=== riscv_alu_arbiter_flat ===
**riscv_alu_arbiter_flat: track usage over the die**

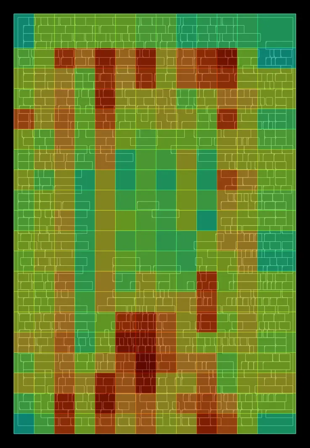

`src/rtl/riscv_alu_arbiter_if.sv`:
```
// Requester, response and ALU-side signals of riscv_alu_arbiter, named from the arbiter's view.
// The slave modport is the arbiter; the master modport is the requesters plus the ALU.
interface riscv_alu_arbiter_if #(
    parameter int unsigned XLEN = 32,
    parameter int unsigned OP_W = 6
);
    logic            r0_valid_i;
    logic            r0_ready_o;
    logic [OP_W-1:0] r0_op_i;
    logic [XLEN-1:0] r0_a_i;
    logic [XLEN-1:0] r0_b_i;
    logic            r0_rsp_valid_o;
    logic            r0_rsp_ready_i;

    logic            r1_valid_i;
    logic            r1_ready_o;
    logic [OP_W-1:0] r1_op_i;
    logic [XLEN-1:0] r1_a_i;
    logic [XLEN-1:0] r1_b_i;
    logic            r1_rsp_valid_o;
    logic            r1_rsp_ready_i;

    logic [XLEN-1:0] rsp_result_o;
    logic            rsp_flag_o;
    logic            rsp_err_o;

    logic [OP_W-1:0] alu_operator_o;
    logic [XLEN-1:0] alu_operand_a_o;
    logic [XLEN-1:0] alu_operand_b_o;
    logic [XLEN-1:0] alu_result_i;
    logic            alu_flag_i;

    modport slave (
        input  r0_valid_i, r0_op_i, r0_a_i, r0_b_i, r0_rsp_ready_i,
        input  r1_valid_i, r1_op_i, r1_a_i, r1_b_i, r1_rsp_ready_i,
        input  alu_result_i, alu_flag_i,
        output r0_ready_o, r0_rsp_valid_o, r1_ready_o, r1_rsp_valid_o,
        output rsp_result_o, rsp_flag_o, rsp_err_o,
        output alu_operator_o, alu_operand_a_o, alu_operand_b_o
    );

    modport master (
        output r0_valid_i, r0_op_i, r0_a_i, r0_b_i, r0_rsp_ready_i,
        output r1_valid_i, r1_op_i, r1_a_i, r1_b_i, r1_rsp_ready_i,
        output alu_result_i, alu_flag_i,
        input  r0_ready_o, r0_rsp_valid_o, r1_ready_o, r1_rsp_valid_o,
        input  rsp_result_o, rsp_flag_o, rsp_err_o,
        input  alu_operator_o, alu_operand_a_o, alu_operand_b_o
    );
endinterface

```
`src/rtl/riscv_alu_arbiter.sv`:
```
// Round-robin sharing of one combinational riscV_alu between two requesters.
// One operation in flight: accept (IDLE) -> ALU evaluates (EXEC) -> held response (RESP).
module riscv_alu_arbiter #(
    parameter int unsigned XLEN = 32,
    parameter int unsigned OP_W = 6
) (
    input logic               clk_i,
    input logic               rst_i,
    riscv_alu_arbiter_if.slave bus
);
    typedef enum logic [1:0] {IDLE, EXEC, RESP} state_e;

    localparam logic [OP_W-1:0] ALU_ADD = '0;

    state_e          state_q;
    logic            last_grant_q;
    logic            owner_q;
    logic            illegal_q;
    logic [OP_W-1:0] op_q;
    logic [XLEN-1:0] a_q;
    logic [XLEN-1:0] b_q;
    logic [XLEN-1:0] result_q;
    logic            flag_q;
    logic            err_q;
    logic            r0_rsp_valid_q;
    logic            r1_rsp_valid_q;

    logic            gnt0;
    logic            gnt1;
    logic            sel_legal;
    logic [OP_W-1:0] sel_op;
    logic [XLEN-1:0] sel_a;
    logic [XLEN-1:0] sel_b;

    function automatic logic op_legal(input logic [OP_W-1:0] op);
        logic ok;
        case (op[4:0])
            5'b00000, 5'b01000, 5'b00001, 5'b00010, 5'b00011,
            5'b00100, 5'b00101, 5'b01101, 5'b00110, 5'b00111,
            5'b11000, 5'b11001, 5'b11101, 5'b11111: ok = 1'b1;
            default:                                 ok = 1'b0;
        endcase
        return ok && ((op >> 5) == '0);
    endfunction

    // Tie goes to whichever requester was not served last; grants are masked while in reset.
    always_comb begin
        gnt0 = 1'b0;
        gnt1 = 1'b0;
        if (state_q == IDLE && !rst_i) begin
            gnt0 = bus.r0_valid_i & (~bus.r1_valid_i | last_grant_q);
            gnt1 = bus.r1_valid_i & (~bus.r0_valid_i | ~last_grant_q);
        end
        sel_op    = gnt1 ? bus.r1_op_i : bus.r0_op_i;
        sel_a     = gnt1 ? bus.r1_a_i  : bus.r0_a_i;
        sel_b     = gnt1 ? bus.r1_b_i  : bus.r0_b_i;
        sel_legal = op_legal(sel_op);
    end

    always_ff @(posedge clk_i or posedge rst_i) begin
        if (rst_i) begin
            state_q        <= IDLE;
            last_grant_q   <= 1'b1;
            owner_q        <= 1'b0;
            illegal_q      <= 1'b0;
            op_q           <= ALU_ADD;
            a_q            <= '0;
            b_q            <= '0;
            result_q       <= '0;
            flag_q         <= 1'b0;
            err_q          <= 1'b0;
            r0_rsp_valid_q <= 1'b0;
            r1_rsp_valid_q <= 1'b0;
        end else begin
            case (state_q)
                IDLE: begin
                    if (gnt0 || gnt1) begin
                        state_q      <= EXEC;
                        owner_q      <= gnt1;
                        last_grant_q <= gnt1;
                        illegal_q    <= ~sel_legal;
                        op_q         <= sel_legal ? sel_op : ALU_ADD;
                        a_q          <= sel_legal ? sel_a  : '0;
                        b_q          <= sel_legal ? sel_b  : '0;
                    end
                end
                EXEC: begin
                    state_q        <= RESP;
                    result_q       <= illegal_q ? '0 : bus.alu_result_i;
                    flag_q         <= illegal_q ? 1'b0 : bus.alu_flag_i;
                    err_q          <= illegal_q;
                    r0_rsp_valid_q <= ~owner_q;
                    r1_rsp_valid_q <= owner_q;
                end
                RESP: begin
                    if (owner_q ? bus.r1_rsp_ready_i : bus.r0_rsp_ready_i) begin
                        state_q        <= IDLE;
                        r0_rsp_valid_q <= 1'b0;
                        r1_rsp_valid_q <= 1'b0;
                    end
                end
                default: state_q <= IDLE;
            endcase
        end
    end

    assign bus.r0_ready_o      = gnt0;
    assign bus.r1_ready_o      = gnt1;
    assign bus.r0_rsp_valid_o  = r0_rsp_valid_q;
    assign bus.r1_rsp_valid_o  = r1_rsp_valid_q;
    assign bus.rsp_result_o    = result_q;
    assign bus.rsp_flag_o      = flag_q;
    assign bus.rsp_err_o       = err_q;
    assign bus.alu_operator_o  = op_q;
    assign bus.alu_operand_a_o = a_q;
    assign bus.alu_operand_b_o = b_q;
endmodule

```
`src/flat_wrapper.sv`:
```
// flat-port wrapper written by rule: the top's interface ports become plain ports
module riscv_alu_arbiter_flat 
#(
    parameter int unsigned XLEN = 32,
    parameter int unsigned OP_W = 6
)
  (clk_i, rst_i, bus_r0_valid_i, bus_r0_op_i, bus_r0_a_i, bus_r0_b_i, bus_r0_rsp_ready_i, bus_r1_valid_i, bus_r1_op_i, bus_r1_a_i, bus_r1_b_i, bus_r1_rsp_ready_i, bus_alu_result_i, bus_alu_flag_i, bus_r0_ready_o, bus_r0_rsp_valid_o, bus_r1_ready_o, bus_r1_rsp_valid_o, bus_rsp_result_o, bus_rsp_flag_o, bus_rsp_err_o, bus_alu_operator_o, bus_alu_operand_a_o, bus_alu_operand_b_o);
  riscv_alu_arbiter_if #(.XLEN(XLEN), .OP_W(OP_W)) bus_i ();
  input logic clk_i;
  input logic rst_i;
  input wire logic [$bits(bus_i.r0_valid_i)-1:0] bus_r0_valid_i;
  input wire logic [$bits(bus_i.r0_op_i)-1:0] bus_r0_op_i;
  input wire logic [$bits(bus_i.r0_a_i)-1:0] bus_r0_a_i;
  input wire logic [$bits(bus_i.r0_b_i)-1:0] bus_r0_b_i;
  input wire logic [$bits(bus_i.r0_rsp_ready_i)-1:0] bus_r0_rsp_ready_i;
  input wire logic [$bits(bus_i.r1_valid_i)-1:0] bus_r1_valid_i;
  input wire logic [$bits(bus_i.r1_op_i)-1:0] bus_r1_op_i;
  input wire logic [$bits(bus_i.r1_a_i)-1:0] bus_r1_a_i;
  input wire logic [$bits(bus_i.r1_b_i)-1:0] bus_r1_b_i;
  input wire logic [$bits(bus_i.r1_rsp_ready_i)-1:0] bus_r1_rsp_ready_i;
  input wire logic [$bits(bus_i.alu_result_i)-1:0] bus_alu_result_i;
  input wire logic [$bits(bus_i.alu_flag_i)-1:0] bus_alu_flag_i;
  output wire logic [$bits(bus_i.r0_ready_o)-1:0] bus_r0_ready_o;
  output wire logic [$bits(bus_i.r0_rsp_valid_o)-1:0] bus_r0_rsp_valid_o;
  output wire logic [$bits(bus_i.r1_ready_o)-1:0] bus_r1_ready_o;
  output wire logic [$bits(bus_i.r1_rsp_valid_o)-1:0] bus_r1_rsp_valid_o;
  output wire logic [$bits(bus_i.rsp_result_o)-1:0] bus_rsp_result_o;
  output wire logic [$bits(bus_i.rsp_flag_o)-1:0] bus_rsp_flag_o;
  output wire logic [$bits(bus_i.rsp_err_o)-1:0] bus_rsp_err_o;
  output wire logic [$bits(bus_i.alu_operator_o)-1:0] bus_alu_operator_o;
  output wire logic [$bits(bus_i.alu_operand_a_o)-1:0] bus_alu_operand_a_o;
  output wire logic [$bits(bus_i.alu_operand_b_o)-1:0] bus_alu_operand_b_o;
  assign bus_i.r0_valid_i = bus_r0_valid_i;
  assign bus_i.r0_op_i = bus_r0_op_i;
  assign bus_i.r0_a_i = bus_r0_a_i;
  assign bus_i.r0_b_i = bus_r0_b_i;
  assign bus_i.r0_rsp_ready_i = bus_r0_rsp_ready_i;
  assign bus_i.r1_valid_i = bus_r1_valid_i;
  assign bus_i.r1_op_i = bus_r1_op_i;
  assign bus_i.r1_a_i = bus_r1_a_i;
  assign bus_i.r1_b_i = bus_r1_b_i;
  assign bus_i.r1_rsp_ready_i = bus_r1_rsp_ready_i;
  assign bus_i.alu_result_i = bus_alu_result_i;
  assign bus_i.alu_flag_i = bus_alu_flag_i;
  assign bus_r0_ready_o = bus_i.r0_ready_o;
  assign bus_r0_rsp_valid_o = bus_i.r0_rsp_valid_o;
  assign bus_r1_ready_o = bus_i.r1_ready_o;
  assign bus_r1_rsp_valid_o = bus_i.r1_rsp_valid_o;
  assign bus_rsp_result_o = bus_i.rsp_result_o;
  assign bus_rsp_flag_o = bus_i.rsp_flag_o;
  assign bus_rsp_err_o = bus_i.rsp_err_o;
  assign bus_alu_operator_o = bus_i.alu_operator_o;
  assign bus_alu_operand_a_o = bus_i.alu_operand_a_o;
  assign bus_alu_operand_b_o = bus_i.alu_operand_b_o;
  riscv_alu_arbiter #(.XLEN(XLEN), .OP_W(OP_W)) u_core (.clk_i(clk_i), .rst_i(rst_i), .bus(bus_i));
endmodule
```
`config.mk`:
```
export PLATFORM = sky130hd
export DESIGN_NAME = riscv_alu_arbiter_flat
export DESIGN_NICKNAME = d
export VERILOG_FILES = /design/src/rtl/riscv_alu_arbiter_if.sv /design/src/rtl/riscv_alu_arbiter.sv /design/src/flat_wrapper.sv
export SDC_FILE = /design/constraint.sdc
export NUM_CORES = 1
export LEC_CHECK = 0
export CORE_ASPECT_RATIO = 1.5
export CORE_UTILIZATION = 38
export CTS_CLUSTER_DIAMETER = 50
export DETAILED_ROUTE_END_ITERATION = 12
export PLACE_DENSITY = 0.82
export SLEW_MARGIN = 20
export SYNTH_ARGS = -nofsm -noshare
export SYNTH_HDL_FRONTEND = slang
export SYNTH_SLANG_ARGS = --single-unit
```
`constraint.sdc`:
```
create_clock -name clk_i -period 4.58 [get_ports clk_i]
set_input_delay 1.145 -clock clk_i [delete_from_list [all_inputs] [get_ports clk_i]]
set_output_delay 1.145 -clock clk_i [all_outputs]
set_load 0.01 [all_outputs]
```
=== ir_sram_console_flat ===
File: config.mk
export PLATFORM = sky130hd
export DESIGN_NAME = ir_sram_console_flat
export DESIGN_NICKNAME = d
export VERILOG_FILES = /design/src/rtl/ir_sram_console_if.sv /design/src/rtl/ir_sram_console.sv /design/src/flat_wrapper.sv
export SDC_FILE = /design/constraint.sdc
export NUM_CORES = 1
export LEC_CHECK = 0
export CORE_MARGIN = 3
export CORE_UTILIZATION = 30
export DETAILED_ROUTE_END_ITERATION = 6
export SLEW_MARGIN = 0
export SYNTH_ARGS = -nofsm -noshare
export SYNTH_HDL_FRONTEND = slang
export SYNTH_SLANG_ARGS = --single-unit
File: constraint.sdc
create_clock -name clk -period 3.6 [get_ports clk]
set_clock_uncertainty 0.05 [all_clocks]
set_input_delay 0.72 -clock clk [delete_from_list [all_inputs] [get_ports clk]]
set_output_delay 0.72 -clock clk [all_outputs]
set_load 0.05 [all_outputs]
File: src/rtl/ir_sram_console_if.sv
// ir_sram_console_if: keypad input and asynchronous SRAM pin bundle for ir_sram_console.
interface ir_sram_console_if #(
  parameter int DATA_W = 16,
  parameter int ADDR_W = 20,
  parameter int KEY_W  = 8
);
  logic              key_valid;
  logic [KEY_W-1:0]  key_code;
  logic [ADDR_W-1:0] sram_addr;
  logic [DATA_W-1:0] sram_dq_o;
  logic [DATA_W-1:0] sram_dq_i;
  logic              sram_dq_oe;
  logic              sram_ce_n;
  logic              sram_we_n;
  logic              sram_oe_n;
  logic              sram_lb_n;
  logic              sram_ub_n;
  modport master (
    output key_valid, key_code, sram_dq_i,
    input  sram_addr, sram_dq_o, sram_dq_oe, sram_ce_n, sram_we_n, sram_oe_n, sram_lb_n, sram_ub_n
  );
  modport slave (
    input  key_valid, key_code, sram_dq_i,
    output sram_addr, sram_dq_o, sram_dq_oe, sram_ce_n, sram_we_n, sram_oe_n, sram_lb_n, sram_ub_n
  );
endinterface

File: src/rtl/ir_sram_console.sv
// ir_sram_console: IR keypad driven single-word read/write controller for an asynchronous SRAM.
// Define IR_SRAM_AUTOINC_EN to step addr after every completed access.
module ir_sram_console #(
  parameter int DATA_W      = 16,
  parameter int ADDR_W      = 20,
  parameter int WAIT_CYCLES = 1,
  parameter int KEY_W       = 8
) (
  input  logic              clk,
  input  logic              rst_n,
  ir_sram_console_if.slave  bus,
  output logic [DATA_W-1:0] entry,
  output logic [ADDR_W-1:0] addr,
  output logic [DATA_W-1:0] rd_data,
  output logic              mode,
  output logic              busy,
  output logic              err
);
  typedef enum logic [2:0] {IDLE, W_SETUP, W_PULSE, W_HOLD, R_SETUP, R_WAIT, R_END} state_t;
  localparam logic [KEY_W-1:0] K_DIG9 = KEY_W'('h09);
  localparam logic [KEY_W-1:0] K_LDA  = KEY_W'('h0F);
  localparam logic [KEY_W-1:0] K_CLR  = KEY_W'('h10);
  localparam logic [KEY_W-1:0] K_MODE = KEY_W'('h11);
  localparam logic [KEY_W-1:0] K_CLRA = KEY_W'('h13);
  localparam logic [KEY_W-1:0] K_GO   = KEY_W'('h17);
  localparam logic [KEY_W-1:0] K_INC  = KEY_W'('h1A);
  localparam logic [KEY_W-1:0] K_DEC  = KEY_W'('h1B);
  state_t state, state_nxt;
  logic [3:0] cnt;
  logic [DATA_W-1:0] wdata;
  logic [DATA_W+ADDR_W-1:0] entry_ext;
  logic idle_key, last;
  assign idle_key = bus.key_valid && state == IDLE;
  assign last = cnt == 4'd0;
  assign entry_ext = {{ADDR_W{1'b0}}, entry};
  assign bus.sram_addr = addr;
  assign bus.sram_dq_o = wdata;
  assign bus.sram_lb_n = 1'b0;
  assign bus.sram_ub_n = 1'b0;
  always_ff @(posedge clk or negedge rst_n)
    if (!rst_n) state <= IDLE;
    else state <= state_nxt;
  // Strobes decode straight from the state register so reset releases them immediately.
  always_comb begin
    state_nxt = state;
    busy = 1'b1;
    bus.sram_ce_n = 1'b0;
    bus.sram_we_n = 1'b1;
    bus.sram_oe_n = 1'b1;
    bus.sram_dq_oe = 1'b0;
    case (state)
      IDLE: begin
        busy = 1'b0;
        bus.sram_ce_n = 1'b1;
        if (idle_key && bus.key_code == K_GO) state_nxt = mode ? R_SETUP : W_SETUP;
      end
      W_SETUP: begin
        bus.sram_dq_oe = 1'b1;
        state_nxt = W_PULSE;
      end
      W_PULSE: begin
        bus.sram_dq_oe = 1'b1;
        bus.sram_we_n = 1'b0;
        if (last) state_nxt = W_HOLD;
      end
      W_HOLD: begin
        bus.sram_dq_oe = 1'b1;
        state_nxt = IDLE;
      end
      R_SETUP: begin
        bus.sram_oe_n = 1'b0;
        state_nxt = R_WAIT;
      end
      R_WAIT: begin
        bus.sram_oe_n = 1'b0;
        if (last) state_nxt = R_END;
      end
      R_END: state_nxt = IDLE;
      default: state_nxt = IDLE;
    endcase
  end
  always_ff @(posedge clk or negedge rst_n)
    if (!rst_n) cnt <= 4'd0;
    else if (state == W_SETUP || state == R_SETUP) cnt <= 4'(WAIT_CYCLES - 1);
    else if ((state == W_PULSE || state == R_WAIT) && !last) cnt <= cnt - 4'd1;
  always_ff @(posedge clk or negedge rst_n)
    if (!rst_n) begin
      entry <= '0;
      addr <= '0;
      rd_data <= '0;
      mode <= 1'b0;
      err <= 1'b0;
      wdata <= '0;
    end else begin
      if (idle_key) begin
        err <= 1'b0;
        if (bus.key_code <= K_DIG9) entry <= {entry[DATA_W-5:0], bus.key_code[3:0]};
        case (bus.key_code)
          K_CLR:  entry <= '0;
          K_LDA:  addr <= entry_ext[ADDR_W-1:0];
          K_CLRA: addr <= '0;
          K_MODE: mode <= ~mode;
          K_INC:  addr <= addr + 1'b1;
          K_DEC:  addr <= addr - 1'b1;
          K_GO:   wdata <= entry;
          default: ;
        endcase
      end else if (bus.key_valid) err <= 1'b1;
      if (state == R_WAIT && last) rd_data <= bus.sram_dq_i;
`ifdef IR_SRAM_AUTOINC_EN
      if (state == W_HOLD || state == R_END) addr <= addr + 1'b1;
`endif
    end
endmodule

File: src/flat_wrapper.sv
// flat-port wrapper written by rule: the top's interface ports become plain ports
module ir_sram_console_flat 
#(
  parameter int DATA_W      = 16,
  parameter int ADDR_W      = 20,
  parameter int WAIT_CYCLES = 1,
  parameter int KEY_W       = 8
)
  (clk, rst_n, entry, addr, rd_data, mode, busy, err, bus_key_valid, bus_key_code, bus_sram_dq_i, bus_sram_addr, bus_sram_dq_o, bus_sram_dq_oe, bus_sram_ce_n, bus_sram_we_n, bus_sram_oe_n, bus_sram_lb_n, bus_sram_ub_n);
  ir_sram_console_if #(.DATA_W(DATA_W), .ADDR_W(ADDR_W), .KEY_W(KEY_W)) bus_i ();
  input  logic clk;
  input  logic rst_n;
  output logic [DATA_W-1:0] entry;
  output logic [ADDR_W-1:0] addr;
  output logic [DATA_W-1:0] rd_data;
  output logic mode;
  output logic busy;
  output logic err;
  input wire logic [$bits(bus_i.key_valid)-1:0] bus_key_valid;
  input wire logic [$bits(bus_i.key_code)-1:0] bus_key_code;
  input wire logic [$bits(bus_i.sram_dq_i)-1:0] bus_sram_dq_i;
  output wire logic [$bits(bus_i.sram_addr)-1:0] bus_sram_addr;
  output wire logic [$bits(bus_i.sram_dq_o)-1:0] bus_sram_dq_o;
  output wire logic [$bits(bus_i.sram_dq_oe)-1:0] bus_sram_dq_oe;
  output wire logic [$bits(bus_i.sram_ce_n)-1:0] bus_sram_ce_n;
  output wire logic [$bits(bus_i.sram_we_n)-1:0] bus_sram_we_n;
  output wire logic [$bits(bus_i.sram_oe_n)-1:0] bus_sram_oe_n;
  output wire logic [$bits(bus_i.sram_lb_n)-1:0] bus_sram_lb_n;
  output wire logic [$bits(bus_i.sram_ub_n)-1:0] bus_sram_ub_n;
  assign bus_i.key_valid = bus_key_valid;
  assign bus_i.key_code = bus_key_code;
  assign bus_i.sram_dq_i = bus_sram_dq_i;
  assign bus_sram_addr = bus_i.sram_addr;
  assign bus_sram_dq_o = bus_i.sram_dq_o;
  assign bus_sram_dq_oe = bus_i.sram_dq_oe;
  assign bus_sram_ce_n = bus_i.sram_ce_n;
  assign bus_sram_we_n = bus_i.sram_we_n;
  assign bus_sram_oe_n = bus_i.sram_oe_n;
  assign bus_sram_lb_n = bus_i.sram_lb_n;
  assign bus_sram_ub_n = bus_i.sram_ub_n;
  ir_sram_console #(.DATA_W(DATA_W), .ADDR_W(ADDR_W), .WAIT_CYCLES(WAIT_CYCLES), .KEY_W(KEY_W)) u_core (.clk(clk), .rst_n(rst_n), .bus(bus_i), .entry(entry), .addr(addr), .rd_data(rd_data), .mode(mode), .busy(busy), .err(err));
endmodule
**riscv_alu_arbiter_flat: sequential cells coloured by netlist name**

Drawn at 2 px/um.
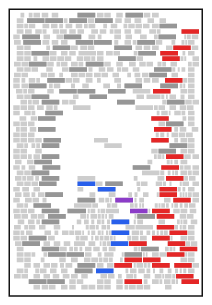
| netlist name | colour | sequential cells |
|---|---|---|
| u_core.state_q | purple | 2 |
| u_core.bus.rsp_result_o | red | 32 |
| u_core.bus.alu_operator_o | blue | 6 |

## Picture notes: 'track usage over the die' of riscv_alu_arbiter_flat
Core Util, Final: 63.3%
met2 GRT Util: 41.9%

==> qor.yml, riscv_alu_arbiter_flat <==
top_usage_layer: "met2"
core.rowCount: 51
synth_area_um2: 5010
n_all_inverters: 9
grt-ovfl-total: 0
slew_headroom_pct: 40.4
hp-start: "u_core.bus.rsp_result_o[2]"
p_leak_nw: 3.47
power_density_nw_per_um2: 490
cpMostUsedCell: "clkdlybuf4s50_1"
drv_cap: 0
startpoint_type: "primary input"
nNonClkBuffers: 290
avgSynthCellArea_um2: 11.2
edf_count: 0
multiInputGateArea_um2: 1980
post-place-ws_ps: 632
critPathRequiredTime_ps: 3430
post_cts_buffers: 0
h-tree-depth: 3
fillers: 1041
vias_per_cell: 5.24
critPathArrivalTime_ps: 2820
maxUsedRoutingLayer: "met4"
logic_family: "AND-OR/OR-AND gates"
flop_area_um2: 2780
chipWidth_um: 95.8
ant_nets: 0
setup_viol: 0
layout-drive-gt1-share_pct: 4.31
holdPathStages: 2
path_depth: 5
post-route-period-util_pct: 86.5
grt_max_degree: 71
adder_share_pct: 0
netlist_top_cells_count: "dfrtp_1 (110), and2_1 (66), a221o_1 (65)"
met1_usage_pct: 24.8
synth.largest_area_cell: "dfrtp_1"
path_cells: "clkdlybuf4s50_1 -> nor3_2 -> nand3_1 -> inv_1 -> clkdlybuf4s50_1"
vias: 4604
status: "finished, final reports clean"
cts_resized: 0
async_reset_ff_share_pct: 100
cts_tree: "done"
insertion_delay_ps: 350
## riscv_alu_arbiter_flat: registers in the layout, indices dropped and copies added (netlist names)
signal	cells
u_core.bus.alu_operand_a_o	32
u_core.illegal_q	1
u_core.bus.alu_operand_b_o	32
u_core.bus.rsp_result_o	32
u_core.bus.r0_rsp_valid_o	1
u_core.last_grant_q	1
u_core.bus.rsp_flag_o	1
u_core.bus.r1_rsp_valid_o	1
u_core.state_q	2
u_core.bus.alu_operator_o	6
u_core.owner_q	1
u_core.bus.rsp_err_o	1
## riscv_alu_arbiter_flat: through the flow
step	power [mW]	utilization (%)	instances	instance area (um2)	hold slack [ps]
after floorplan	2.27	-	446	5010	498
after global placement	3.22	61.0	862	7910	463
after detailed placement	3.29	61.0	862	7910	469
after CTS	4.05	63.3	878	8200	485
after global routing	4.26	63.3	878	8200	505
final	4.02	63.3	878	8200	482
## riscv_alu_arbiter_flat: report_power, final
part | leakage (nW) | switching (mW) | internal [mW]
registers | 1.49 | 0.252 | 1.33
clock network | 0.139 | 0.371 | 0.380
logic | 1.85 | 0.667 | 1.02
total | 3.47 | 1.29 | 2.73
**ir_sram_console_flat: track usage over the die**

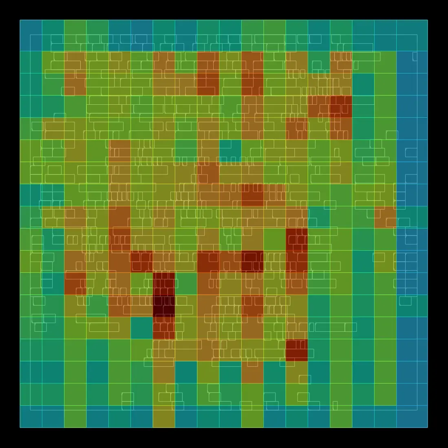
met1 Usage GRT: 23.2%
global-route usage over all layers: 16.4%
wire length per cell: 17.0 um
met2 GRT Util: 25.7%
Global Route met3 Usage: 3.47%

**ir_sram_console_flat: sequential cells coloured by netlist name**

Drawn at 2 px/um.
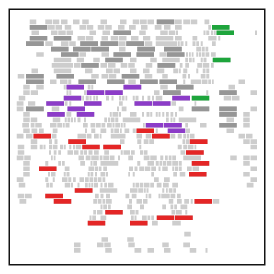
| netlist name | colour | sequential cells |
|---|---|---|
| u_core.cnt | green | 4 |
| u_core.entry | purple | 16 |
| u_core.addr | red | 20 |
not coloured: 37

==> qor.yml, ir_sram_console_flat <==
sh_comb_area_pct: 35.0
post-route-period-util_pct: 88.4
mux_share_pct: 9.40
synthSimpleGateAreaFrac_pct: 19.2
hold_class: "flop to flop"
synth_area_um2: 4390
place_inst: 751
status: "finished, final reports clean"
p_leak_nw: 2.46
cts_max_path_buffers: 2
max_freq_mhz: 314
grt_antenna_before_repair: 0
path_cells: "clkdlybuf4s50_1 -> nor4b_1 -> buf_4 -> nand2_1 -> buf_4 -> inv_2 -> ha_1 -> nand2_1 -> nor2_1 -> a31oi_1 -> o31ai_1 -> o21ai_0 -> a22o_1"
n_all_inverters: 17
sh_seq_area_pct: 31.9
cpMaxStageDelayCell: "clkdlybuf4s50_1"
yosys_cells: 477
ys_sh_xor_pct: 0.798
vias_per_cell: 5.30
flop_area_um2: 1930
syn_to_final_growth_pct: 37.6
crit_type: "primary input to flop"
critPathRequiredTime_ps: 3780
critPathArrivalTime_ps: 3370
dpl.hpwl_mm: 9.55
clock-sinks: 77
nNonClkBuffers: 144
chipHeight_um: 127
synth_cells: 477
cts_inserted_buffers: 9
ant_nets: 0
async_reset_ff_share_pct: 100
fillers: 1359
clockNetworkAreaShare_pct: 5.47
firstDrtPassIters: 5
peakVddDrop_v: 0.000376
cts_resized: 0
-- ir_sram_console_flat: layer usage --
metal,track usage [%],share of wire [%],vias up
li1,-,-,1917
met1,23.2,46,1995
met2,25.7,47,132
met3,3.47,4.8,18
met4,4.42,1.5,0
met5,0,0,-
-- ir_sram_console_flat: final timing paths --
check,startpoint,end,cells after the start
min reg2reg,u_core.rd_data[15],u_core.rd_data[15],1
max,bus_key_code[5],u_core.addr[17],13
max in group asynchronous,rst_n,u_core.addr[9],1
max reg2reg,u_core.cnt[0],u_core.rd_data[13],5
min in group asynchronous,rst_n,u_core.cnt[0],1
min,u_core.rd_data[15],u_core.rd_data[15],1
-- ir_sram_console_flat: power by group --
part	total [mW]	internal, mW	switching, mW	leakage, nW
clock network	1.02	0.618	0.399	0.159
logic	1.06	0.361	0.695	1.29
registers	1.10	0.944	0.157	1.01
-- ir_sram_console_flat: registers in the layout, summed over array words and instances (netlist names) --
register / flops
u_core.rd_data: 16
u_core.mode: 1
u_core.state: 3
u_core.entry: 16
u_core.err: 1
u_core.bus.sram_dq_o: 16
u_core.cnt: 4
u_core.addr: 20

==> layout pictures side by side <==
Clock wires, drivers and flops.
Drawn at 3 px/um.
Plate I
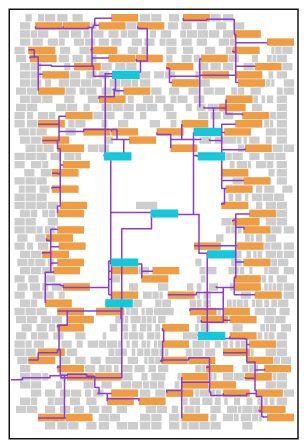
Plate II
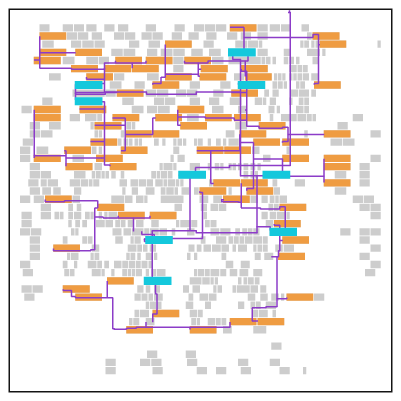
For ir_sram_console_flat, see Plate II.
For riscv_alu_arbiter_flat, see Plate I.
The one with the largest die is Plate II.
The one with the most sequential cells is Plate I.

Key to Plate II:
[clock wires] purple | length: 1,140 um
[clock-net drivers] cyan | count: 9
[flip-flops] orange | count: 77
routed clock nets: 10



==> notes/layouts.md <==
Pictures saved along the way, in no particular order.

Metal 3.
Drawn at 2 px/um.
(a)
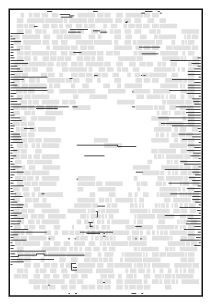
(b)
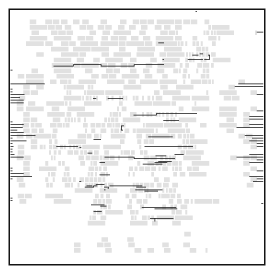
Of these, largest die: (b)
(b) is ir_sram_console_flat.
(a) is riscv_alu_arbiter_flat.

Key to (b):
main direction: horizontal
share of all routed wire: 4.8%
longest straight run: 23.9 um

Power is estimated from default activity; no workload was simulated.
